==================== serial_adder_8bit_flat
Figure 1. Placement by cell class (serial_adder_8bit_flat).
Scale: 6 px per um.
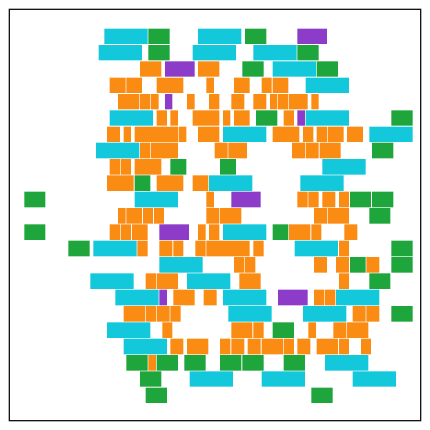

--- config.mk ---
export PLATFORM = sky130hd
export DESIGN_NAME = serial_adder_8bit_flat
export DESIGN_NICKNAME = d
export VERILOG_FILES = /design/src/rtl/serial_adder_8bit_if.sv /design/src/rtl/serial_adder_8bit.sv /design/src/flat_wrapper.sv
export SDC_FILE = /design/constraint.sdc
export NUM_CORES = 1
export LEC_CHECK = 0
export CAP_MARGIN = 0
export CORE_UTILIZATION = 35
export CTS_BUF_LIST = sky130_fd_sc_hd__clkbuf_8
export CTS_CLUSTER_SIZE = 10
export DETAILED_ROUTE_END_ITERATION = 7
export SYNTH_ARGS = -nofsm -noshare
export SYNTH_HDL_FRONTEND = slang
export SYNTH_SLANG_ARGS = --single-unit
--- constraint.sdc ---
create_clock -name clk -period 2.65 [get_ports clk]
set_input_delay 0.53 -clock clk [delete_from_list [all_inputs] [get_ports clk]]
set_output_delay 0.53 -clock clk [all_outputs]
set_load 0.03 [all_outputs]
--- src/rtl/serial_adder_8bit_if.sv ---
// Request/result bundle for the bit-serial adder: operands and start go in,
// the WIDTH+1-bit result and busy/done status come back.
interface serial_adder_8bit_if #(
    parameter int WIDTH = 8
);
    logic             start;
    logic [WIDTH-1:0] a;
    logic [WIDTH-1:0] b;
    logic [WIDTH:0]   s;
    logic             busy;
    logic             done;

    modport master (
        output start, a, b,
        input  s, busy, done
    );

    modport slave (
        input  start, a, b,
        output s, busy, done
    );
endinterface

--- src/rtl/serial_adder_8bit.sv ---
// Bit-serial unsigned adder: one full-adder cell and a carry flop reused over
// WIDTH cycles. The result is {carry_out, sum} in WIDTH+1 bits.
module serial_adder_8bit #(
    parameter int WIDTH = 8
) (
    input  logic                 clk,
    input  logic                 rst,
    serial_adder_8bit_if.slave   bus
);
    localparam int CW = (WIDTH > 1) ? $clog2(WIDTH) : 1;

    typedef enum logic [1:0] {
        IDLE = 2'd0,
        ADD  = 2'd1,
        DONE = 2'd2
    } state_t;

    state_t           state_q, state_d;
    logic [WIDTH-1:0] a_sh_q, a_sh_d;
    logic [WIDTH-1:0] b_sh_q, b_sh_d;
    logic             carry_q, carry_d;
    logic [CW-1:0]    cnt_q, cnt_d;
    logic [WIDTH:0]   s_q, s_d;
    logic             busy_q, busy_d;
    logic             done_q, done_d;

    logic             sum_bit;
    logic             carry_out;
    logic             last_bit;
    logic [WIDTH-1:0] bit_sel;

    assign sum_bit   = a_sh_q[0] ^ b_sh_q[0] ^ carry_q;
    assign carry_out = (a_sh_q[0] & b_sh_q[0]) | (a_sh_q[0] & carry_q) | (b_sh_q[0] & carry_q);
    assign last_bit  = (cnt_q == CW'(WIDTH - 1));

    // One-hot decode of the bit position being written this cycle.
    generate
        for (genvar gi = 0; gi < WIDTH; gi++) begin : g_bit_sel
            assign bit_sel[gi] = (cnt_q == CW'(gi));
        end
    endgenerate

    always_comb begin
        state_d = state_q;
        a_sh_d  = a_sh_q;
        b_sh_d  = b_sh_q;
        carry_d = carry_q;
        cnt_d   = cnt_q;
        s_d     = s_q;
        busy_d  = busy_q;
        done_d  = 1'b0;

        case (state_q)
            IDLE, DONE: begin
                busy_d = 1'b0;
                if (state_q == DONE) begin
                    state_d = IDLE;
                end
                // DONE accepts a new start directly so operations can run back-to-back.
                if (bus.start) begin
                    a_sh_d  = bus.a;
                    b_sh_d  = bus.b;
                    carry_d = 1'b0;
                    cnt_d   = '0;
                    s_d     = '0;
                    busy_d  = 1'b1;
                    state_d = ADD;
                end
            end
            ADD: begin
                for (int i = 0; i < WIDTH; i++) begin
                    if (bit_sel[i]) begin
                        s_d[i] = sum_bit;
                    end
                end
                carry_d = carry_out;
                a_sh_d  = a_sh_q >> 1;
                b_sh_d  = b_sh_q >> 1;
                cnt_d   = cnt_q + 1'b1;
                if (last_bit) begin
                    s_d[WIDTH] = carry_out;
                    cnt_d      = '0;
                    busy_d     = 1'b0;
                    done_d     = 1'b1;
                    state_d    = DONE;
                end
            end
            default: begin
                state_d = IDLE;
                busy_d  = 1'b0;
            end
        endcase
    end

    always_ff @(posedge clk) begin
        if (rst) begin
            state_q <= IDLE;
            a_sh_q  <= '0;
            b_sh_q  <= '0;
            carry_q <= 1'b0;
            cnt_q   <= '0;
            s_q     <= '0;
            busy_q  <= 1'b0;
            done_q  <= 1'b0;
        end else begin
            state_q <= state_d;
            a_sh_q  <= a_sh_d;
            b_sh_q  <= b_sh_d;
            carry_q <= carry_d;
            cnt_q   <= cnt_d;
            s_q     <= s_d;
            busy_q  <= busy_d;
            done_q  <= done_d;
        end
    end

    assign bus.s    = s_q;
    assign bus.busy = busy_q;
    assign bus.done = done_q;
endmodule

--- src/flat_wrapper.sv ---
// flat-port wrapper written by rule: the top's interface ports become plain ports
module serial_adder_8bit_flat 
#(
    parameter int WIDTH = 8
)
  (clk, rst, bus_start, bus_a, bus_b, bus_s, bus_busy, bus_done);
  serial_adder_8bit_if #(.WIDTH(WIDTH)) bus_i ();
  input  logic clk;
  input  logic rst;
  input wire logic [$bits(bus_i.start)-1:0] bus_start;
  input wire logic [$bits(bus_i.a)-1:0] bus_a;
  input wire logic [$bits(bus_i.b)-1:0] bus_b;
  output wire logic [$bits(bus_i.s)-1:0] bus_s;
  output wire logic [$bits(bus_i.busy)-1:0] bus_busy;
  output wire logic [$bits(bus_i.done)-1:0] bus_done;
  assign bus_i.start = bus_start;
  assign bus_i.a = bus_a;
  assign bus_i.b = bus_b;
  assign bus_s = bus_i.s;
  assign bus_busy = bus_i.busy;
  assign bus_done = bus_i.done;
  serial_adder_8bit #(.WIDTH(WIDTH)) u_core (.clk(clk), .rst(rst), .bus(bus_i));
endmodule
==================== ann_io_frontend_flat
## config.mk

```make
export PLATFORM = sky130hd
export DESIGN_NAME = ann_io_frontend_flat
export DESIGN_NICKNAME = d
export VERILOG_FILES = /design/src/rtl/ann_io_frontend_if.sv /design/src/rtl/ann_io_frontend.sv /design/src/flat_wrapper.sv
export SDC_FILE = /design/constraint.sdc
export NUM_CORES = 1
export LEC_CHECK = 0
export CORE_MARGIN = 2
export CORE_UTILIZATION = 51
export CTS_BUF_LIST = sky130_fd_sc_hd__clkbuf_8
export CTS_CLUSTER_SIZE = 25
export DETAILED_ROUTE_END_ITERATION = 8
export GPL_ROUTABILITY_DRIVEN = 0
export GPL_TIMING_DRIVEN = 0
export PLACE_DENSITY = 0.83
export SLEW_MARGIN = 5
export SYNTH_ARGS = -nofsm -noshare
export SYNTH_HDL_FRONTEND = slang
export SYNTH_SLANG_ARGS = --single-unit
```

## constraint.sdc

```tcl
create_clock -name io_clk -period 3.6 [get_ports io_clk]
set_clock_uncertainty 0.1 [all_clocks]
set_input_delay 0.54 -clock io_clk [delete_from_list [all_inputs] [get_ports io_clk]]
set_output_delay 0.54 -clock io_clk [all_outputs]
set_load 0.1 [all_outputs]
```

## src/rtl/ann_io_frontend_if.sv

```systemverilog
`timescale 1ns/1ps
`default_nettype none
// ============================================================================
// Module      : ann_io_frontend_if
// Description : Host pin bundle between the host and the accelerator front
//               end: load/word stream, start, done flag and output stream.
// Revision    : 1.0 - initial release
// ============================================================================
interface ann_io_frontend_if #(
   parameter int DATA_WIDTH = 11
);
   logic                  load_kdtree;
   logic                  in_wenq;
   logic [DATA_WIDTH-1:0] in_wdata;
   logic                  fsm_start;
   logic                  send_best_arr;
   logic                  out_deq;
   logic [DATA_WIDTH-1:0] out_rdata;
   logic                  out_rempty_n;
   logic                  fsm_done;

   // Host side drives commands and the input stream
   modport master (
      output load_kdtree, in_wenq, in_wdata, fsm_start, send_best_arr, out_deq,
      input  out_rdata, out_rempty_n, fsm_done
   );

   // Accelerator side responds
   modport slave (
      input  load_kdtree, in_wenq, in_wdata, fsm_start, send_best_arr, out_deq,
      output out_rdata, out_rempty_n, fsm_done
   );
endinterface
`default_nettype wire

```

## src/rtl/ann_io_frontend.sv

```systemverilog
`timescale 1ns/1ps
`default_nettype none
// ============================================================================
// Module      : ann_io_frontend
// Description : Accelerator-side responder for the host pin protocol. Routes
//               the load word stream to node/leaf/query write ports, starts
//               the core, then drains the result memory in host order through
//               a 2-entry output buffer.
// Revision    : 1.0 - initial release
// ============================================================================
module ann_io_frontend #(
   parameter  int DATA_WIDTH  = 11,
   parameter  int NUM_LEAVES  = 64,
   parameter  int ROW_SIZE    = 26,
   parameter  int COL_SIZE    = 19,
   parameter  int BLOCKING    = 4,
   localparam int NUM_NODES   = NUM_LEAVES - 1,
   localparam int NUM_QUERYS  = ROW_SIZE * COL_SIZE,
   localparam int NODE_AW     = $clog2(NUM_NODES),
   localparam int LEAF_AW     = $clog2(NUM_LEAVES * 48),
   localparam int QUERY_AW    = $clog2(NUM_QUERYS * 5),
   localparam int RES_AW      = $clog2(NUM_QUERYS)
) (
   input  logic                    io_clk,
   input  logic                    io_rst_n,
   ann_io_frontend_if.slave        host,
   output logic                    node_wen,
   output logic [NODE_AW-1:0]      node_waddr,
   output logic [2*DATA_WIDTH-1:0] node_wdata,
   output logic                    leaf_wen,
   output logic [LEAF_AW-1:0]      leaf_waddr,
   output logic [DATA_WIDTH-1:0]   leaf_wdata,
   output logic                    query_wen,
   output logic [QUERY_AW-1:0]     query_waddr,
   output logic [DATA_WIDTH-1:0]   query_wdata,
   output logic                    core_start,
   input  logic                    core_done,
   output logic                    res_ren,
   output logic [RES_AW-1:0]       res_raddr,
   input  logic [DATA_WIDTH-1:0]   res_rdata
);

   localparam int NODE_WORDS  = NUM_NODES * 2;
   localparam int LEAF_WORDS  = NUM_LEAVES * 48;
   localparam int QUERY_WORDS = NUM_QUERYS * 5;
   localparam int MAX_WORDS   = (LEAF_WORDS > QUERY_WORDS) ?
                                ((LEAF_WORDS > NODE_WORDS) ? LEAF_WORDS : NODE_WORDS) :
                                ((QUERY_WORDS > NODE_WORDS) ? QUERY_WORDS : NODE_WORDS);
   localparam int CNT_W       = $clog2(MAX_WORDS);
   localparam int HALF_ROW    = ROW_SIZE / 2;
   localparam int XB          = (HALF_ROW + BLOCKING - 1) / BLOCKING;
   localparam int X_W         = (XB > 1) ? $clog2(XB) : 1;
   localparam int Y_W         = (COL_SIZE > 1) ? $clog2(COL_SIZE) : 1;
   localparam int XI_W        = (BLOCKING > 1) ? $clog2(BLOCKING) : 1;
   localparam int ISS_W       = $clog2(NUM_QUERYS + 1);

   typedef enum logic [2:0] {
      S_IDLE     = 3'd0,
      S_LD_NODE  = 3'd1,
      S_LD_LEAF  = 3'd2,
      S_LD_QUERY = 3'd3,
      S_READY    = 3'd4,
      S_RUN      = 3'd5,
      S_DONE     = 3'd6,
      S_SEND     = 3'd7
   } state_t;

   state_t                state_q, state_d;
   logic [CNT_W-1:0]      cnt_q, cnt_d;
   logic [DATA_WIDTH-1:0] idx_q, idx_d;
   logic                  core_start_q, core_start_d;
   logic                  fsm_done_q, fsm_done_d;
   logic                  px_q, px_d;
   logic [X_W-1:0]        x_q, x_d;
   logic [Y_W-1:0]        y_q, y_d;
   logic [XI_W-1:0]       xi_q, xi_d;
   logic [ISS_W-1:0]      iss_q, iss_d;
   logic [DATA_WIDTH-1:0] fifo_q [2];
   logic [DATA_WIDTH-1:0] fifo_d [2];
   logic                  wp_q, wp_d;
   logic                  rp_q, rp_d;
   logic [1:0]            occ_q, occ_d;
   logic                  inflight_q, inflight_d;

   logic                  w_load;
   logic                  w_accept;
   logic                  w_push;
   logic                  w_pop;
   logic                  w_iss_done;
   logic [2:0]            w_slots;
   logic                  w_ren;
   logic [RES_AW-1:0]     w_col;
   logic [RES_AW-1:0]     w_addr;
   logic                  w_last_xi;
   logic                  w_last_pop;

   // Handshake qualifiers, drain address and buffer-credit arithmetic
   always_comb begin
      w_load     = host.load_kdtree;
      w_accept   = host.in_wenq && !w_load;
      w_push     = inflight_q;
      w_pop      = host.out_deq && (occ_q != 2'd0);
      w_iss_done = (iss_q == ISS_W'(NUM_QUERYS));
      // A read may issue only if its data will find a free buffer slot
      w_slots    = 3'(occ_q) + 3'(inflight_q) - 3'(w_pop);
      w_ren      = (state_q == S_SEND) && !w_load && !w_iss_done && (w_slots < 3'd2);
      w_col      = RES_AW'(x_q) * RES_AW'(BLOCKING) + RES_AW'(xi_q);
      w_addr     = RES_AW'(px_q) * RES_AW'(HALF_ROW) + RES_AW'(y_q) * RES_AW'(ROW_SIZE) + w_col;
      // Columns past the half-row end are skipped by wrapping xi early
      w_last_xi  = (xi_q == XI_W'(BLOCKING - 1)) ||
                   ((w_col + RES_AW'(1)) >= RES_AW'(HALF_ROW));
      w_last_pop = (state_q == S_SEND) && w_pop && w_iss_done && !inflight_q &&
                   (occ_q == 2'd1);
   end

   // Next-state logic for the protocol FSM, load counter, drain iterator and buffer
   always_comb begin
      state_d      = state_q;
      cnt_d        = cnt_q;
      idx_d        = idx_q;
      core_start_d = 1'b0;
      fsm_done_d   = fsm_done_q;
      px_d         = px_q;
      x_d          = x_q;
      y_d          = y_q;
      xi_d         = xi_q;
      iss_d        = iss_q;
      fifo_d       = fifo_q;
      wp_d         = wp_q;
      rp_d         = rp_q;
      occ_d        = occ_q;
      inflight_d   = w_ren;

      case (state_q)
         S_LD_NODE: begin
            if (w_accept) begin
               // Even word is the split index; held until its median arrives
               if (!cnt_q[0]) idx_d = host.in_wdata;
               if (cnt_q == CNT_W'(NODE_WORDS - 1)) begin
                  cnt_d   = '0;
                  state_d = S_LD_LEAF;
               end else begin
                  cnt_d = cnt_q + 1'b1;
               end
            end
         end
         S_LD_LEAF: begin
            if (w_accept) begin
               if (cnt_q == CNT_W'(LEAF_WORDS - 1)) begin
                  cnt_d   = '0;
                  state_d = S_LD_QUERY;
               end else begin
                  cnt_d = cnt_q + 1'b1;
               end
            end
         end
         S_LD_QUERY: begin
            if (w_accept) begin
               if (cnt_q == CNT_W'(QUERY_WORDS - 1)) begin
                  cnt_d   = '0;
                  state_d = S_READY;
               end else begin
                  cnt_d = cnt_q + 1'b1;
               end
            end
         end
         S_READY: begin
            if (host.fsm_start) begin
               core_start_d = 1'b1;
               state_d      = S_RUN;
            end
         end
         S_RUN: begin
            if (core_done) begin
               fsm_done_d = 1'b1;
               state_d    = S_DONE;
            end
         end
         S_DONE: begin
            if (host.send_best_arr) begin
               px_d    = 1'b0;
               x_d     = '0;
               y_d     = '0;
               xi_d    = '0;
               iss_d   = '0;
               state_d = S_SEND;
            end
         end
         S_SEND: begin
            if (w_ren) begin
               iss_d = iss_q + 1'b1;
               if (w_last_xi) begin
                  xi_d = '0;
                  if (y_q == Y_W'(COL_SIZE - 1)) begin
                     y_d = '0;
                     if (x_q == X_W'(XB - 1)) begin
                        x_d  = '0;
                        px_d = ~px_q;
                     end else begin
                        x_d = x_q + 1'b1;
                     end
                  end else begin
                     y_d = y_q + 1'b1;
                  end
               end else begin
                  xi_d = xi_q + 1'b1;
               end
            end
            if (w_last_pop) state_d = S_IDLE;
         end
         default: ;
      endcase

      if (w_push) begin
         fifo_d[wp_q] = res_rdata;
         wp_d         = ~wp_q;
      end
      if (w_pop) rp_d = ~rp_q;
      occ_d = occ_q + {1'b0, w_push} - {1'b0, w_pop};

      // A new load sequence wins over everything else in any state
      if (w_load) begin
         state_d      = S_LD_NODE;
         cnt_d        = '0;
         core_start_d = 1'b0;
         fsm_done_d   = 1'b0;
         px_d         = 1'b0;
         x_d          = '0;
         y_d          = '0;
         xi_d         = '0;
         iss_d        = '0;
         wp_d         = 1'b0;
         rp_d         = 1'b0;
         occ_d        = 2'd0;
         inflight_d   = 1'b0;
      end
   end

   // State register bank
   always_ff @(posedge io_clk or negedge io_rst_n) begin
      if (!io_rst_n) begin
         state_q      <= S_IDLE;
         cnt_q        <= '0;
         idx_q        <= '0;
         core_start_q <= 1'b0;
         fsm_done_q   <= 1'b0;
         px_q         <= 1'b0;
         x_q          <= '0;
         y_q          <= '0;
         xi_q         <= '0;
         iss_q        <= '0;
         fifo_q[0]    <= '0;
         fifo_q[1]    <= '0;
         wp_q         <= 1'b0;
         rp_q         <= 1'b0;
         occ_q        <= 2'd0;
         inflight_q   <= 1'b0;
      end else begin
         state_q      <= state_d;
         cnt_q        <= cnt_d;
         idx_q        <= idx_d;
         core_start_q <= core_start_d;
         fsm_done_q   <= fsm_done_d;
         px_q         <= px_d;
         x_q          <= x_d;
         y_q          <= y_d;
         xi_q         <= xi_d;
         iss_q        <= iss_d;
         fifo_q[0]    <= fifo_d[0];
         fifo_q[1]    <= fifo_d[1];
         wp_q         <= wp_d;
         rp_q         <= rp_d;
         occ_q        <= occ_d;
         inflight_q   <= inflight_d;
      end
   end

   // Write strobes follow the accepted word combinationally; idle buses read 0
   always_comb begin
      node_wen          = w_accept && (state_q == S_LD_NODE) && cnt_q[0];
      node_waddr        = node_wen ? cnt_q[NODE_AW:1] : '0;
      node_wdata        = node_wen ? {idx_q, host.in_wdata} : '0;
      leaf_wen          = w_accept && (state_q == S_LD_LEAF);
      leaf_waddr        = leaf_wen ? cnt_q[LEAF_AW-1:0] : '0;
      leaf_wdata        = leaf_wen ? host.in_wdata : '0;
      query_wen         = w_accept && (state_q == S_LD_QUERY);
      query_waddr       = query_wen ? cnt_q[QUERY_AW-1:0] : '0;
      query_wdata       = query_wen ? host.in_wdata : '0;
      core_start        = core_start_q;
      res_ren           = w_ren;
      res_raddr         = w_ren ? w_addr : '0;
      host.out_rempty_n = (occ_q != 2'd0);
      host.out_rdata    = (occ_q != 2'd0) ? fifo_q[rp_q] : '0;
      host.fsm_done     = fsm_done_q;
   end

endmodule
`default_nettype wire

```

## src/flat_wrapper.sv

```systemverilog
// flat-port wrapper written by rule: the top's interface ports become plain ports
module ann_io_frontend_flat 
#(
   parameter  int DATA_WIDTH  = 11,
   parameter  int NUM_LEAVES  = 64,
   parameter  int ROW_SIZE    = 26,
   parameter  int COL_SIZE    = 19,
   parameter  int BLOCKING    = 4,
   localparam int NUM_NODES   = NUM_LEAVES - 1,
   localparam int NUM_QUERYS  = ROW_SIZE * COL_SIZE,
   localparam int NODE_AW     = $clog2(NUM_NODES),
   localparam int LEAF_AW     = $clog2(NUM_LEAVES * 48),
   localparam int QUERY_AW    = $clog2(NUM_QUERYS * 5),
   localparam int RES_AW      = $clog2(NUM_QUERYS)
)
  (io_clk, io_rst_n, node_wen, node_waddr, node_wdata, leaf_wen, leaf_waddr, leaf_wdata, query_wen, query_waddr, query_wdata, core_start, core_done, res_ren, res_raddr, res_rdata, host_load_kdtree, host_in_wenq, host_in_wdata, host_fsm_start, host_send_best_arr, host_out_deq, host_out_rdata, host_out_rempty_n, host_fsm_done);
  ann_io_frontend_if #(.DATA_WIDTH(DATA_WIDTH)) host_i ();
  input  logic io_clk;
  input  logic io_rst_n;
  output logic node_wen;
  output logic [NODE_AW-1:0] node_waddr;
  output logic [2*DATA_WIDTH-1:0] node_wdata;
  output logic leaf_wen;
  output logic [LEAF_AW-1:0] leaf_waddr;
  output logic [DATA_WIDTH-1:0] leaf_wdata;
  output logic query_wen;
  output logic [QUERY_AW-1:0] query_waddr;
  output logic [DATA_WIDTH-1:0] query_wdata;
  output logic core_start;
  input  logic core_done;
  output logic res_ren;
  output logic [RES_AW-1:0] res_raddr;
  input  logic [DATA_WIDTH-1:0] res_rdata;
  input wire logic [$bits(host_i.load_kdtree)-1:0] host_load_kdtree;
  input wire logic [$bits(host_i.in_wenq)-1:0] host_in_wenq;
  input wire logic [$bits(host_i.in_wdata)-1:0] host_in_wdata;
  input wire logic [$bits(host_i.fsm_start)-1:0] host_fsm_start;
  input wire logic [$bits(host_i.send_best_arr)-1:0] host_send_best_arr;
  input wire logic [$bits(host_i.out_deq)-1:0] host_out_deq;
  output wire logic [$bits(host_i.out_rdata)-1:0] host_out_rdata;
  output wire logic [$bits(host_i.out_rempty_n)-1:0] host_out_rempty_n;
  output wire logic [$bits(host_i.fsm_done)-1:0] host_fsm_done;
  assign host_i.load_kdtree = host_load_kdtree;
  assign host_i.in_wenq = host_in_wenq;
  assign host_i.in_wdata = host_in_wdata;
  assign host_i.fsm_start = host_fsm_start;
  assign host_i.send_best_arr = host_send_best_arr;
  assign host_i.out_deq = host_out_deq;
  assign host_out_rdata = host_i.out_rdata;
  assign host_out_rempty_n = host_i.out_rempty_n;
  assign host_fsm_done = host_i.fsm_done;
  ann_io_frontend #(.DATA_WIDTH(DATA_WIDTH), .NUM_LEAVES(NUM_LEAVES), .ROW_SIZE(ROW_SIZE), .COL_SIZE(COL_SIZE), .BLOCKING(BLOCKING)) u_core (.io_clk(io_clk), .io_rst_n(io_rst_n), .host(host_i), .node_wen(node_wen), .node_waddr(node_waddr), .node_wdata(node_wdata), .leaf_wen(leaf_wen), .leaf_waddr(leaf_waddr), .leaf_wdata(leaf_wdata), .query_wen(query_wen), .query_waddr(query_waddr), .query_wdata(query_wdata), .core_start(core_start), .core_done(core_done), .res_ren(res_ren), .res_raddr(res_raddr), .res_rdata(res_rdata));
endmodule
```


==> screenshots <==
Clock wiring as the flow saved it.
picture 1
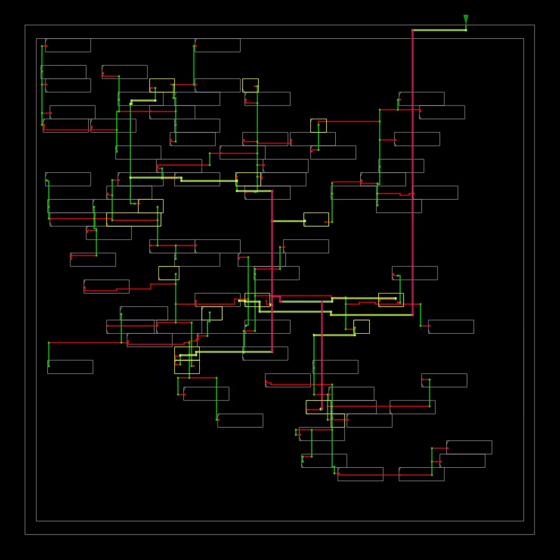
picture 2
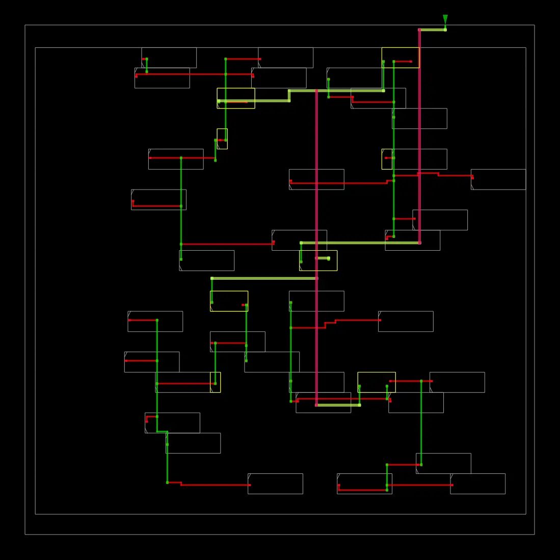
For serial_adder_8bit_flat, see picture 2.
For ann_io_frontend_flat, see picture 1.
Of these, most clock buffers: picture 1
Of these, most sequential cells: picture 1

Figure 2. Wiring heat map (ann_io_frontend_flat).
Scale: 4 px per um. 21 x 21 tiles, from dark purple (low) to yellow (high), scaled to the fullest tile. Values are wire area over tile area, all layers added.
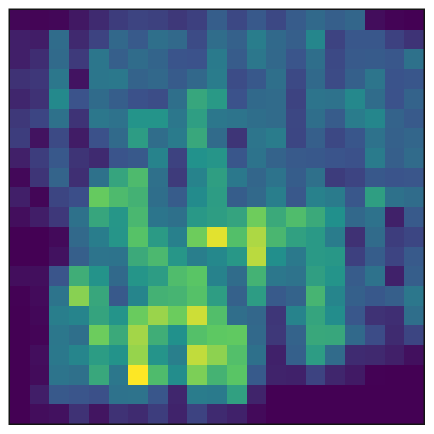
mean over tiles: 0.23
nearly empty tiles: 8.4%
densest ninth of the die: centre
tiles over half the peak: 21%
fullest tile: 0.68
emptiest ninth of the die: lower right

==> GITHUB_STEP_SUMMARY, ann_io_frontend_flat <==
### Yosys + OpenROAD results

| Metric | Value |
|---|---|
| Final-layout clock buffer total | 9 |
| Fmax | roughly 0.26 GHz |
| Most frequent logic cell in the layout | and2_1 |
| Biggest Area Class | multi-input combinational cells |
| # port buffers | between 100 and 150 |
| Hold depth | 1 |
| Final worst slack | -0.316 ns |
| Layout cells sized above 1 | between 30% and 40% |
| CP Buf/Inv Count | 3 |
| Relative slew slack | 33.1% |
| Root Buffer | clkbuf_8 |
| Yosys cell types | between 60 and 70 |
| Outcome | finished with violations |
| Clk latency of the worst-skew pair | around 0.37 ns |
| Number of H-tree levels | 3 |
| Min Hold Slack | 0.404 ns |
| Setup Viol. Count Final | 3 |
| Worst reg2reg path depth | 15 |
| Final Slew Violations | 0 |
| Seq/total area | approximately a quarter |
| Post-Syn Area per Cell | a little under 10 um^2 |
| Fin crit share | 109% |
| Seq cells | ~74 |
| Worst path slowest cell | fa_2 |
| WHS Endpoint | u_core.idx_q[5]$_DFFE_PN0P_ |
| First-pass GRT wire length | around 21 mm |
| Post-synth top area cell | dfrtp_1 |
| Largest logic family | simple AND/OR/NAND/NOR gates |
| Failing checks | setup timing |
| Complex Gates by Area | ~9% |
| Most common logic cells in the final layout | and2_1 (73), dfrtp_1 (70), clkdlybuf4s50_1 (41) |
| Vias | around 4.5k |
| Post-synthesis sequential area ratio | between 30% and 40% |
| Clk pwr | approximately 0.7 mW |
| Area share, top type | a little under two fifths |
| FILL cells | 640 |
| Synthesis area per yosys | a little over 5000 um^2 |
| Final core occ | between 70% and 80% |
| CTS resizes | roughly 330 |
| Initial DRT Pass Iterations | 5 |
==> ann_io_frontend_flat: flip-flops by register name, indices dropped and copies added (netlist names) <==
register,flops
u_core.idx_q,11
u_core.xi_q,2
u_core.host.fsm_done,1
u_core.inflight_q,1
u_core.fifo_q,22
u_core.core_start,1
u_core.wp_q,1
u_core.rp_q,1
u_core.y_q,5
u_core.x_q,2
u_core.iss_q,9
u_core.occ_q,2
u_core.cnt_q,12
u_core.px_q,1
u_core.state_q,3
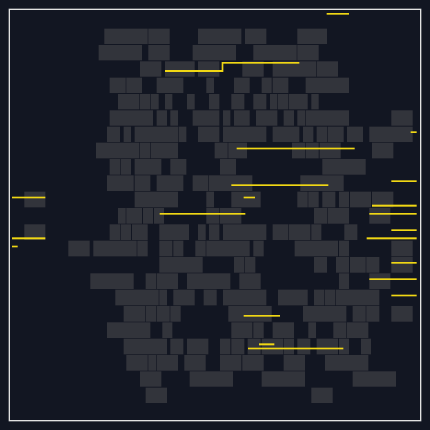
Figure 3: serial_adder_8bit_flat, the metal 3 layer.
Scale: 6 px per um. Cells faint in the background.
nets with wire on the layer: 17
wire length on this layer: 159 um
share of all routed wire: 4.6%
longest straight run: 19.3 um
main direction: horizontal

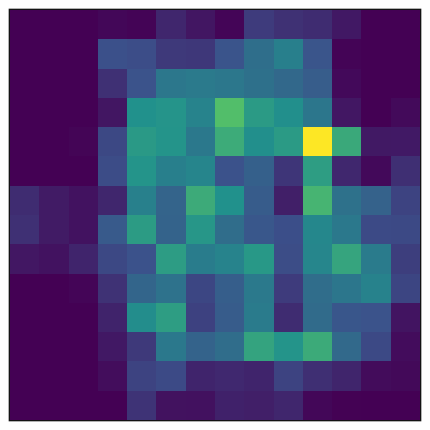
Figure 4: serial_adder_8bit_flat, wiring heat map.
Scale: 6 px per um. 14 x 14 tiles, from dark purple (low) to yellow (high), scaled to the fullest tile. Values are wire area over tile area, all layers added.
emptiest ninth of the die: lower left
mean over tiles: 0.12
tiles over half the peak: 12%
fullest tile: 0.55
nearly empty tiles: 25%

About Figure 1:
[purple] clock drivers and dummy loads | cells: 8 | share of their area: 4.3%
[green] other buffers and delay cells | cells: 34 | share of their area: 18%
[cyan] flip-flops | cells: 33 | share of their area: 36%
[orange] all other logic | cells: 114 | share of their area: 42%

==> GITHUB_STEP_SUMMARY, serial_adder_8bit_flat <==
### Yosys + OpenROAD results

| Metric | Value |
|---|---|
| Biggest Area Class | multi-input combinational cells |
| Comb power frac | between 10% and 20% |
| Tightest Hold Check Type | flop to flop |
| Routed wl met3 | ~160 um |
| Setup_tns | 0 ns |
| Final worst slack | about 0.8 ns |
| Register area | 661 um^2 |
| Clock sinks | 33 |
| Max power group | sequential cells |
| R2R setup slack | ~1 ns |
| WL per Instance | about 15 um |
| Post-synthesis sequential area ratio | 42.9% |
| Mux frac, synth | around 2.6% |
| CTS Buffer Depth | 2 |
| Seq cells | 33 |
| Outcome | complete, no violations |
| Ys cells | ~160 |
| Start point of the critical path | u_core.bus.s[8]$_SDFFE_PP0P_ |
| Via density | approximately 5.3 |
| WHS Endpoint | u_core.b_sh_q[7]$_SDFFE_PP0P_ |
| FILL cells | ~400 |
| Worst-margin pin slew | approximately 0.59 ns |
| Final Hold Viols | 0 |
| Log Warnings | 30 |
| Gr usage total | roughly 17% |
[serial_adder_8bit_flat: worst reg2reg max path, cell delays in order, from the launching register on]
cell and delay, ns:
dfxtp_1 0.47, nand2b_1 0.51, buf_4 0.32, o211ai_1 0.11, a21oi_1 0.16
[serial_adder_8bit_flat: registers in the layout, indices dropped and copies added (netlist names)]
name,count
u_core.bus.done,1
u_core.bus.s,9
u_core.state_q,2
u_core.cnt_q,3
u_core.carry_q,1
u_core.a_sh_q,8
u_core.b_sh_q,8
u_core.bus.busy,1

==================== usb_rx_bit_decoder
Figure 5. Cell sizes after repair (usb_rx_bit_decoder).
Scale: 6 px per um.
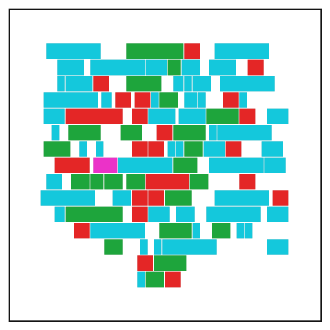

## src/rtl/usb_rx_bit_decoder.sv

```systemverilog
// USB full-speed RX bit recovery: mid-bit sampling, NRZI decode, bit unstuffing, SE0 EOP detect.
// Define USB_RX_STUFF_CHECK_EN to treat a decoded 1 after six consecutive 1s as a stuff error.
module usb_rx_bit_decoder #(
   parameter int CLKS_PER_BIT = 8
) (
   input  logic clk,
   input  logic rst,
   input  logic d_plus_sync,
   input  logic d_minus_sync,
   output logic bit_valid,
   output logic bit_out,
   output logic eop,
   output logic rx_err,
   output logic rx_active
);
   localparam int CW = $clog2(CLKS_PER_BIT);
   localparam logic [CW-1:0] CNT_LAST = CW'(CLKS_PER_BIT - 1);
   localparam logic [CW-1:0] CNT_MID  = CW'(CLKS_PER_BIT / 2);

   logic          dp_q;
   logic          prev_level;
   logic [CW-1:0] cnt;
   logic [2:0]    ones_cnt;
   logic [1:0]    se0_cnt;

   logic edge_det;
   logic sample;
   logic se0;
   logic decoded;
   logic eop_now;
   logic err_now;
   logic emit;
   logic stop;

   assign edge_det = dp_q ^ d_plus_sync;
   assign sample   = (cnt == CNT_MID);
   assign se0      = ~d_plus_sync & ~d_minus_sync;
   // (1,1) reads as J because only D+ selects the level
   assign decoded  = (d_plus_sync == prev_level);

   always_comb begin
      eop_now = 1'b0;
      err_now = 1'b0;
      emit    = 1'b0;
      if (rx_active && sample && !se0) begin
         if (se0_cnt != 2'd0) begin
            eop_now = d_plus_sync && (se0_cnt >= 2'd2);
            err_now = !eop_now;
         end else if (ones_cnt != 3'd6) begin
            emit = 1'b1;
         end
`ifdef USB_RX_STUFF_CHECK_EN
         else begin
            err_now = decoded;
         end
`endif
      end
   end

   assign stop = eop_now | err_now;

   always_ff @(posedge clk or posedge rst) begin
      if (rst) begin
         dp_q       <= 1'b1;
         prev_level <= 1'b1;
         cnt        <= '0;
         ones_cnt   <= '0;
         se0_cnt    <= '0;
         bit_valid  <= 1'b0;
         bit_out    <= 1'b0;
         eop        <= 1'b0;
         rx_err     <= 1'b0;
         rx_active  <= 1'b0;
      end else begin
         dp_q      <= d_plus_sync;
         bit_valid <= emit;
         eop       <= eop_now;
         rx_err    <= err_now;
         if (emit) begin
            bit_out <= decoded;
         end

         if (stop) begin
            rx_active  <= 1'b0;
            prev_level <= 1'b1;
            ones_cnt   <= '0;
            se0_cnt    <= '0;
            cnt        <= '0;
         end else begin
            if (edge_det) begin
               cnt <= CW'(1);
            end else if (cnt == CNT_LAST) begin
               cnt <= '0;
            end else begin
               cnt <= cnt + CW'(1);
            end

            if (!rx_active && edge_det && !d_plus_sync) begin
               rx_active <= 1'b1;
            end

            if (rx_active && sample) begin
               if (se0) begin
                  if (se0_cnt != 2'd3) begin
                     se0_cnt <= se0_cnt + 2'd1;
                  end
               end else begin
                  prev_level <= d_plus_sync;
                  se0_cnt    <= '0;
                  // a stuffed bit or an unchecked overlong run restarts the count
                  ones_cnt   <= (decoded && ones_cnt != 3'd6) ? ones_cnt + 3'd1 : 3'd0;
               end
            end
         end
      end
   end
endmodule

```

## config.mk

```make
export PLATFORM = sky130hd
export DESIGN_NAME = usb_rx_bit_decoder
export DESIGN_NICKNAME = d
export VERILOG_FILES = /design/src/rtl/usb_rx_bit_decoder.sv
export SDC_FILE = /design/constraint.sdc
export NUM_CORES = 1
export LEC_CHECK = 0
export CORE_MARGIN = 5
export CORE_UTILIZATION = 48
export DETAILED_ROUTE_END_ITERATION = 6
export HOLD_SLACK_MARGIN = 0.02
export PLACE_DENSITY = 0.7
export SYNTH_ARGS = -nofsm -noshare
export SYNTH_HDL_FRONTEND = slang
export SYNTH_SLANG_ARGS = --single-unit
```

## constraint.sdc

```tcl
create_clock -name clk -period 1.27 [get_ports clk]
set_input_delay 0.3175 -clock clk [delete_from_list [all_inputs] [get_ports clk]]
set_output_delay 0.3175 -clock clk [all_outputs]
set_load 0.01 [all_outputs]
```

==================== branch_resolve_unit
File: src/rtl/branch_resolve_unit_pkg.sv
// Shared definitions for the branch resolve unit: BHT sizing, 2-bit counter
// encoding with its reset/saturation points, and small arithmetic helpers.
package branch_resolve_unit_pkg;

  // Default number of direction counters in the branch history table.
  localparam int BHT_ENTRIES_DEFAULT = 16;

  // 2-bit direction counter; the MSB is the taken prediction.
  typedef enum logic [1:0] {
    CTR_STRONG_NT = 2'b00,
    CTR_WEAK_NT   = 2'b01,
    CTR_WEAK_T    = 2'b10,
    CTR_STRONG_T  = 2'b11
  } ctr_state_e;

  // Counters come out of reset weakly not-taken and saturate at both ends.
  localparam ctr_state_e CTR_RESET = CTR_WEAK_NT;
  localparam ctr_state_e CTR_MAX   = CTR_STRONG_T;
  localparam ctr_state_e CTR_MIN   = CTR_STRONG_NT;

  // Statistics counters stick at all-ones instead of wrapping.
  localparam logic [31:0] STAT_MAX = 32'hFFFF_FFFF;

  // Sequential fetch step used for the not-taken fall-through address.
  localparam logic [31:0] PC_STEP = 32'd4;

  // Fields written into the BTB alongside the write strobe.
  typedef struct packed {
    logic [12:0] pc;
    logic [31:0] imm;
    logic        is_branch;
  } btb_upd_t;

  // One saturating step of a direction counter.
  function automatic ctr_state_e ctr_step(input ctr_state_e cur, input logic up);
    logic [1:0] raw;
    raw = cur;
    if (up && (cur != CTR_MAX)) begin
      raw = raw + 2'd1;
    end else if (!up && (cur != CTR_MIN)) begin
      raw = raw - 2'd1;
    end
    return ctr_state_e'(raw);
  endfunction

  // Saturating increment for the 32-bit statistics.
  function automatic logic [31:0] sat_inc32(input logic [31:0] v);
    return (v == STAT_MAX) ? v : (v + 32'd1);
  endfunction

endpackage

File: src/rtl/branch_resolve_unit_sat_counter2.sv
// One BHT entry: a 2-bit up/down saturating direction counter.
module sat_counter2
  import branch_resolve_unit_pkg::*;
(
  input  logic       clk,
  input  logic       rst_n,
  input  logic       en,
  input  logic       up,
  output logic [1:0] count
);

  ctr_state_e count_reg;

  // Step toward taken or not-taken when this entry is selected for update.
  always_ff @(posedge clk) begin
    if (!rst_n) begin
      count_reg <= CTR_RESET;
    end else if (en) begin
      count_reg <= ctr_step(count_reg, up);
    end
  end

  assign count = count_reg;

endmodule

File: src/rtl/branch_resolve_unit.sv
// Branch resolve unit: checks the EX-stage control transfer against the IF
// prediction, issues a one-cycle flush/redirect on mispredict, writes the BTB
// for taken transfers it did not know, trains the BHT and keeps statistics.
module branch_resolve_unit
  import branch_resolve_unit_pkg::*;
#(
  parameter int BHT_ENTRIES = BHT_ENTRIES_DEFAULT
) (
  input  logic        clk,
  input  logic        rst_n,
  input  logic        stall,
  input  logic        EX_valid,
  input  logic        EX_Branch,
  input  logic        EX_Jump,
  input  logic [31:0] EX_pc,
  input  logic        EX_taken,
  input  logic [31:0] EX_target,
  input  logic        EX_pred_hit,
  input  logic        EX_pred_taken,
  input  logic [31:0] EX_pred_target,
  input  logic [12:0] IF_pc,
  output logic        IF_pred_taken,
  output logic        flush,
  output logic [31:0] redirect_pc,
  output logic        btb_write,
  output logic [12:0] btb_pc,
  output logic [31:0] btb_pc_imm,
  output logic        btb_Branch,
  output logic [31:0] br_count,
  output logic [31:0] mispred_count
);

  localparam int IDX_W = $clog2(BHT_ENTRIES);

  // Registered outputs and their next-state values.
  logic        flush_reg, flush_next;
  logic [31:0] redirect_pc_reg, redirect_pc_next;
  logic        btb_write_reg, btb_write_next;
  btb_upd_t    btb_upd_reg, btb_upd_next;
  logic [31:0] br_count_reg, br_count_next;
  logic [31:0] mispred_count_reg, mispred_count_next;

  // Resolution terms.
  logic        resolve;
  logic        actual_taken;
  logic        pred_taken;
  logic        target_mismatch;
  logic        mispredict;
  logic        btb_update;
  logic [31:0] fallthrough_pc;

  // BHT signals.
  logic [IDX_W-1:0] if_idx;
  logic [IDX_W-1:0] upd_idx;
  logic             bht_upd_en;
  logic [1:0]       bht_count [BHT_ENTRIES];
  logic             unused_if_pc_hi;

  // An instruction in the flush cycle is wrong-path, so it never resolves.
  assign resolve         = EX_valid && (EX_Branch || EX_Jump) && !stall && !flush_reg;
  assign actual_taken    = EX_Jump || EX_taken;
  assign pred_taken      = EX_pred_hit && (EX_Jump || EX_pred_taken);
  assign target_mismatch = (EX_target != EX_pred_target);
  assign mispredict      = (actual_taken != pred_taken) ||
                           (actual_taken && pred_taken && target_mismatch);
  assign btb_update      = resolve && actual_taken && (!EX_pred_hit || target_mismatch);
  assign fallthrough_pc  = EX_pc + PC_STEP;

  // Only conditional branches train the direction counters.
  assign bht_upd_en = resolve && EX_Branch;
  assign upd_idx    = EX_pc[IDX_W-1:0];
  assign if_idx     = IF_pc[IDX_W-1:0];

  // Upper fetch-PC bits play no part in the direction lookup.
  assign unused_if_pc_hi = &{1'b0, IF_pc[12:IDX_W]};

  // One counter per BHT entry, each enabled only when its index is updated.
  generate
    for (genvar gi = 0; gi < BHT_ENTRIES; gi++) begin : g_bht
      sat_counter2 u_ctr (
        .clk   (clk),
        .rst_n (rst_n),
        .en    (bht_upd_en && (upd_idx == IDX_W'(gi))),
        .up    (EX_taken),
        .count (bht_count[gi])
      );
    end
  endgenerate

  // Direction lookup reads the registered counter, so a same-cycle update
  // to the same entry is seen only from the next cycle on.
  assign IF_pred_taken = bht_count[if_idx][1];

  // Next-state: pulses are recomputed every cycle, data fields hold unless
  // a new event loads them.
  always_comb begin
    flush_next         = resolve && mispredict;
    btb_write_next     = btb_update;
    redirect_pc_next   = redirect_pc_reg;
    btb_upd_next       = btb_upd_reg;
    br_count_next      = br_count_reg;
    mispred_count_next = mispred_count_reg;

    if (resolve && mispredict) begin
      redirect_pc_next   = actual_taken ? EX_target : fallthrough_pc;
      mispred_count_next = sat_inc32(mispred_count_reg);
    end
    if (btb_update) begin
      btb_upd_next.pc        = EX_pc[12:0];
      btb_upd_next.imm       = EX_target;
      btb_upd_next.is_branch = EX_Branch;
    end
    if (resolve) begin
      br_count_next = sat_inc32(br_count_reg);
    end
  end

  // Output and statistics registers; reset also cancels any pending pulse.
  always_ff @(posedge clk) begin
    if (!rst_n) begin
      flush_reg         <= 1'b0;
      redirect_pc_reg   <= 32'd0;
      btb_write_reg     <= 1'b0;
      btb_upd_reg       <= '{pc: 13'd0, imm: 32'd0, is_branch: 1'b1};
      br_count_reg      <= 32'd0;
      mispred_count_reg <= 32'd0;
    end else begin
      flush_reg         <= flush_next;
      redirect_pc_reg   <= redirect_pc_next;
      btb_write_reg     <= btb_write_next;
      btb_upd_reg       <= btb_upd_next;
      br_count_reg      <= br_count_next;
      mispred_count_reg <= mispred_count_next;
    end
  end

  assign flush         = flush_reg;
  assign redirect_pc   = redirect_pc_reg;
  assign btb_write     = btb_write_reg;
  assign btb_pc        = btb_upd_reg.pc;
  assign btb_pc_imm    = btb_upd_reg.imm;
  assign btb_Branch    = btb_upd_reg.is_branch;
  assign br_count      = br_count_reg;
  assign mispred_count = mispred_count_reg;

endmodule

File: config.mk
export PLATFORM = sky130hd
export DESIGN_NAME = branch_resolve_unit
export DESIGN_NICKNAME = d
export VERILOG_FILES = /design/src/rtl/branch_resolve_unit_pkg.sv /design/src/rtl/branch_resolve_unit_sat_counter2.sv /design/src/rtl/branch_resolve_unit.sv
export SDC_FILE = /design/constraint.sdc
export NUM_CORES = 1
export LEC_CHECK = 0
export ABC_AREA = 1
export CORE_MARGIN = 2
export CORE_UTILIZATION = 45
export DETAILED_ROUTE_END_ITERATION = 8
export GPL_ROUTABILITY_DRIVEN = 0
export MAX_ROUTING_LAYER = met4
export PLACE_DENSITY = 0.77
export SLEW_MARGIN = 0
export SYNTH_ARGS = -nofsm -noshare
export SYNTH_HDL_FRONTEND = slang
export SYNTH_SLANG_ARGS = --single-unit
export TNS_END_PERCENT = 100
File: constraint.sdc
create_clock -name clk -period 2.28 [get_ports clk]
set_clock_uncertainty 0.2 [all_clocks]
set_input_delay 0.342 -clock clk [delete_from_list [all_inputs] [get_ports clk]]
set_output_delay 0.342 -clock clk [all_outputs]
set_load 0.02 [all_outputs]
Figure 6. Wiring heat map (branch_resolve_unit).
Scale: 2 px per um. 31 x 31 tiles, from dark purple (low) to yellow (high), scaled to the fullest tile. Values are wire area over tile area, all layers added.
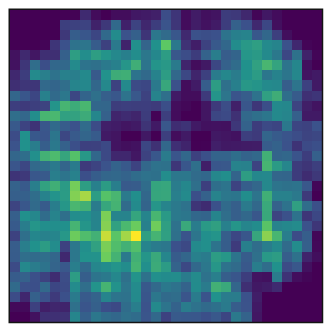
mean over tiles: 0.24
tiles over half the peak: 14%
nearly empty tiles: 8.2%
fullest tile: 0.77
densest ninth of the die: bottom centre

==> GITHUB_STEP_SUMMARY, branch_resolve_unit <==
### Yosys + OpenROAD results

| Metric | Value |
|---|---|
| CP Launch Type | flop |
| Area share, top type | 34.0% |
| Crit-path leading delay family | buffers and inverters |
| Most common logic cells in the final layout | nand2_1 (413), nor2_1 (259), clkdlybuf4s50_1 (246) |
| Place WS | -0.430 ns |
| Die ar. | ~24000 um^2 |
| Final Slew Violations | 0 |
| Syn Nets | ~1.8k |
| CP arrival | about 1.6 ns |
| Unrepaired setup endpoints after global routing | false |
| CTS tree | done |
| Clock sinks | about 180 |
| Log Warnings | 39 |
| R2R setup slack | 0.16 ns |
| Outcome | complete, no violations |
| Max power group | the clock network |
| Met2 wire length | around 17 mm |
| Maxcap violations | 0 |
| Logic area | between 5000 and 6000 um^2 |
| CTS Buffer Depth | 2 |
| Seq cells | around 180 |
| Die Wd | about 160 um |
| Worst-case vdd ir drop | between 400 and 500 uV |
| Global routing met1 resource utilization | roughly 36% |
| Most frequent logic cell in the layout | nand2_1 |
| Met3 usage | 5.47% |
| Clk pwr | around 3.4 mW |
| Root Buffer | clkbuf_16 |
| P_comb | roughly 1.4 mW |
| FP Util | approximately 46% |
| Flop+latch power | about 3.2 mW |
| Fin nets | ~2.2k |
| Drt drc | 0 |
| Number of global-route vias before repair | between 10k and 15k |
| Most Crowded Layer GR | met2 |
| Relative slew slack | roughly two thirds |
| Routed wl met3 | about 2.5 mm |
| FF-to-FF End | mispred_count[26]$_SDFFE_PN0P_ |
| Min Hold Slack | between 0.08 and 0.09 ns |
| # diodes | 2 |
| Detailed placer's ending HPWL | between 20 and 30 mm |
| Final worst slack | 0.150 ns |
| First-pass GRT wire length | around 56 mm |
| Warnings from Yosys | 0 |
| Worst path slowest cell | clkdlybuf4s50_1 |
| NonClk Buf Share | roughly 26% |
| Tmin final | roughly 2.1 ns |
| Via density | around 5.2 |
| Initial DRT Pass Iterations | 6 |
| P per Cell Area | 532 nW/um^2 |
| Non-Clock Buffer Count | between 400 and 500 |
| Layout cells sized above 1 | roughly an eighth |
| Req. time, crit path | 1.74 ns |
| Fin crit share | 93.4% |
| CP max stage delay | slightly below 0.7 ns |
| Final Hold Viols | 0 |
| Signal inverters | around 210 |
| Post-Layout Cell Count | about 2.3k |
| Worst reg2reg path depth | 12 |
==> branch_resolve_unit: logic make-up after synthesis <==
group	count (synthesis)	share of synthesized area, %
and+or+nand+nor	928	38.4
buffers and inverters	274	10.8
AOI/OAI and AO/OA	219	11.3
DFF	176	34.0
xor gates and xnor gates	54	4.56
adders and majority gates	7	0.844
muxes	2	0.193
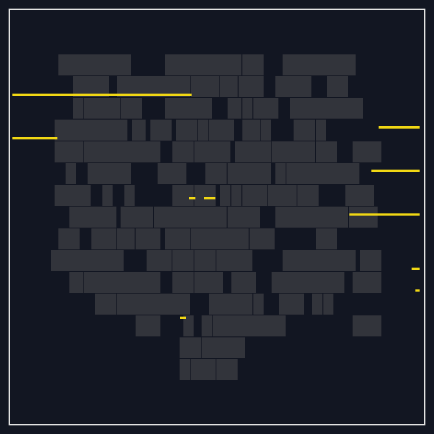
Figure 7: usb_rx_bit_decoder, the metal 3 layer.
Scale: 8 px per um. Cells faint in the background.
longest straight run: 22.1 um
main direction: horizontal
nets with wire on the layer: 8
met3 usage: 2.58%
vias: 595
total routed wirelength: 1.51 mm

About Figure 5:
[green] drive 2 | cells: 23 | share: 23% | most used: o21ai_2
[cyan] drive 1 or less | cells: 53 | share: 53% | most used: dfrtp_1
[red] drive 3 to 4 | cells: 23 | share: 23% | most used: buf_4
[magenta] drive 6 and up | cells: 1 | share: 1.0% | most used: buf_6

==> GITHUB_STEP_SUMMARY, usb_rx_bit_decoder <==
### Yosys + OpenROAD results

| Metric | Value |
|---|---|
| Biggest Area Class | multi-input combinational cells |
| Tightest Hold Check Type | input port to asynchronous set/reset pin |
| GR Overflow Total | 0 |
| Outcome | finished with violations |
| Synthesis area per yosys | approximately 840 um^2 |
| Post-Layout Inst Area | between 1000 and 1500 um^2 |
| Die Ht | a little over 50 um |
| Yosys xor share | ~2.1% |
| WL per Instance | between 10 and 15 um |
| Failing checks | setup timing |
| Setup Viol. Count Final | 6 |
| Comb power frac | a little under half |
| Top cells by count, synth | dfrtp_1 (13), inv_1 (9), ha_1 (8) |
| Clock buffer count from CTS | 3 |
| Number of H-tree levels | 1 |
| Gr usage total | 13.0% |
| Final core occ | 67.0% |
| Psw | between 0.6 and 0.7 mW |
| Min Hold Slack | ~0.35 ns |
| Drt drc | 0 |
| R2R setup slack | -0.03 ns |
| Fmax | 0.769 GHz |
| Post-synthesis sequential area ratio | between 40% and 50% |
| Root Buffer | clkbuf_4 |
| Synthesized flop and latch total | 15 |
| Flop+latch power | between 0.7 and 0.8 mW |
| Global routing met1 resource utilization | between 10% and 20% |
| CTS Buffer Depth | 2 |
| Uppermost layer routed | met4 |
| Post-Syn Area per Cell | about 12 um^2 |
| Final worst slack | -0.0309 ns |
| Syn Nets | 84 |
| Most common logic cells in the final layout | buf_4 (17), dfrtp_1 (13), inv_1 (9) |
| CTS tree | done |
| WS Path Type | flop to flop |
| Comb area share | 39.9% |
| Met2 usage in global routing | between 20 and 25% |
| Signal inverters | 9 |
usb_rx_bit_decoder: repair_timing:
item / in CTS / in global routing
gates cloned: 0 / 0
pin swaps: 1 / 5
gates resized: 12 / 13
setup buffers: 0 / 1
endpoints found under the setup margin: 10 / 16
usb_rx_bit_decoder: critical path: stages (launching register included):
cell	delay (ns)
dfrtp_1	0.39
inv_1	0.06
ha_2	0.19
o2111ai_4	0.17
buf_6	0.19
o21ai_4	0.13
nor3b_2	0.06

==> notes/layouts.md <==
Pictures saved along the way, in no particular order.

Placement by cell class.
image #1
Scale: 3 px per um.
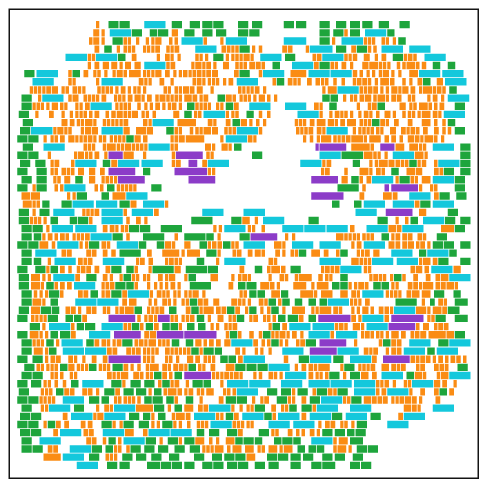
image #2
Scale: 10 px per um.
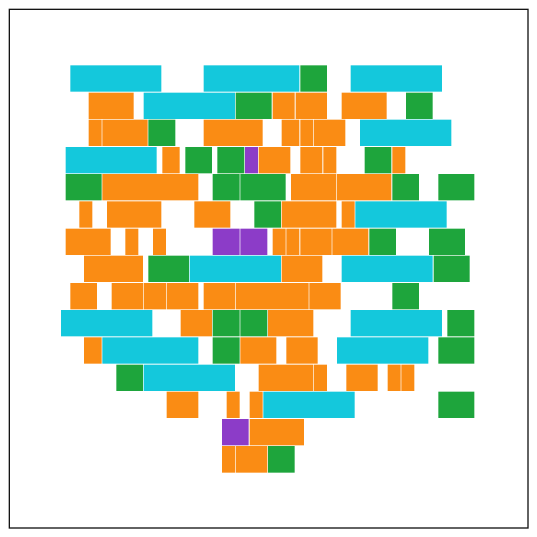
usb_rx_bit_decoder: image #2
branch_resolve_unit: image #1
The one with the most sequential cells is image #1.
The one with the largest die is image #1.

Key to image #1:
[orange] all other logic | cells: 1417 | share of their area: 45%
[purple] clock drivers and dummy loads | cells: 29 | share of their area: 4.5%
[green] other buffers and delay cells | cells: 415 | share of their area: 27%
[cyan] flip-flops | cells: 176 | share of their area: 24%



## Gallery

Cell sizes after repair.
shot_01.png
Scale: 3 px per um.
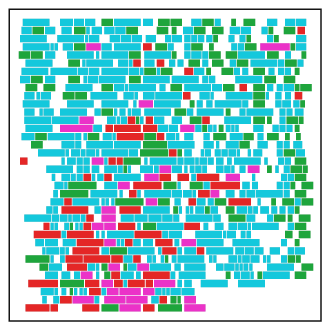
shot_02.png
Scale: 2 px per um.
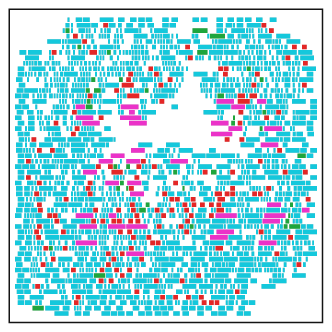
shot_03.png
Scale: 4 px per um.
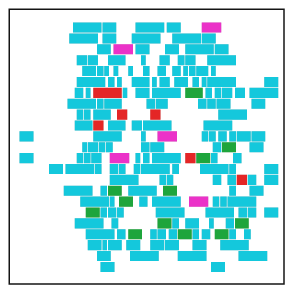
shot_03.png: serial_adder_8bit_flat
shot_01.png: ann_io_frontend_flat
shot_02.png: branch_resolve_unit
The one with the smallest die is shot_03.png.

Power and IR drop assume default switching activity.
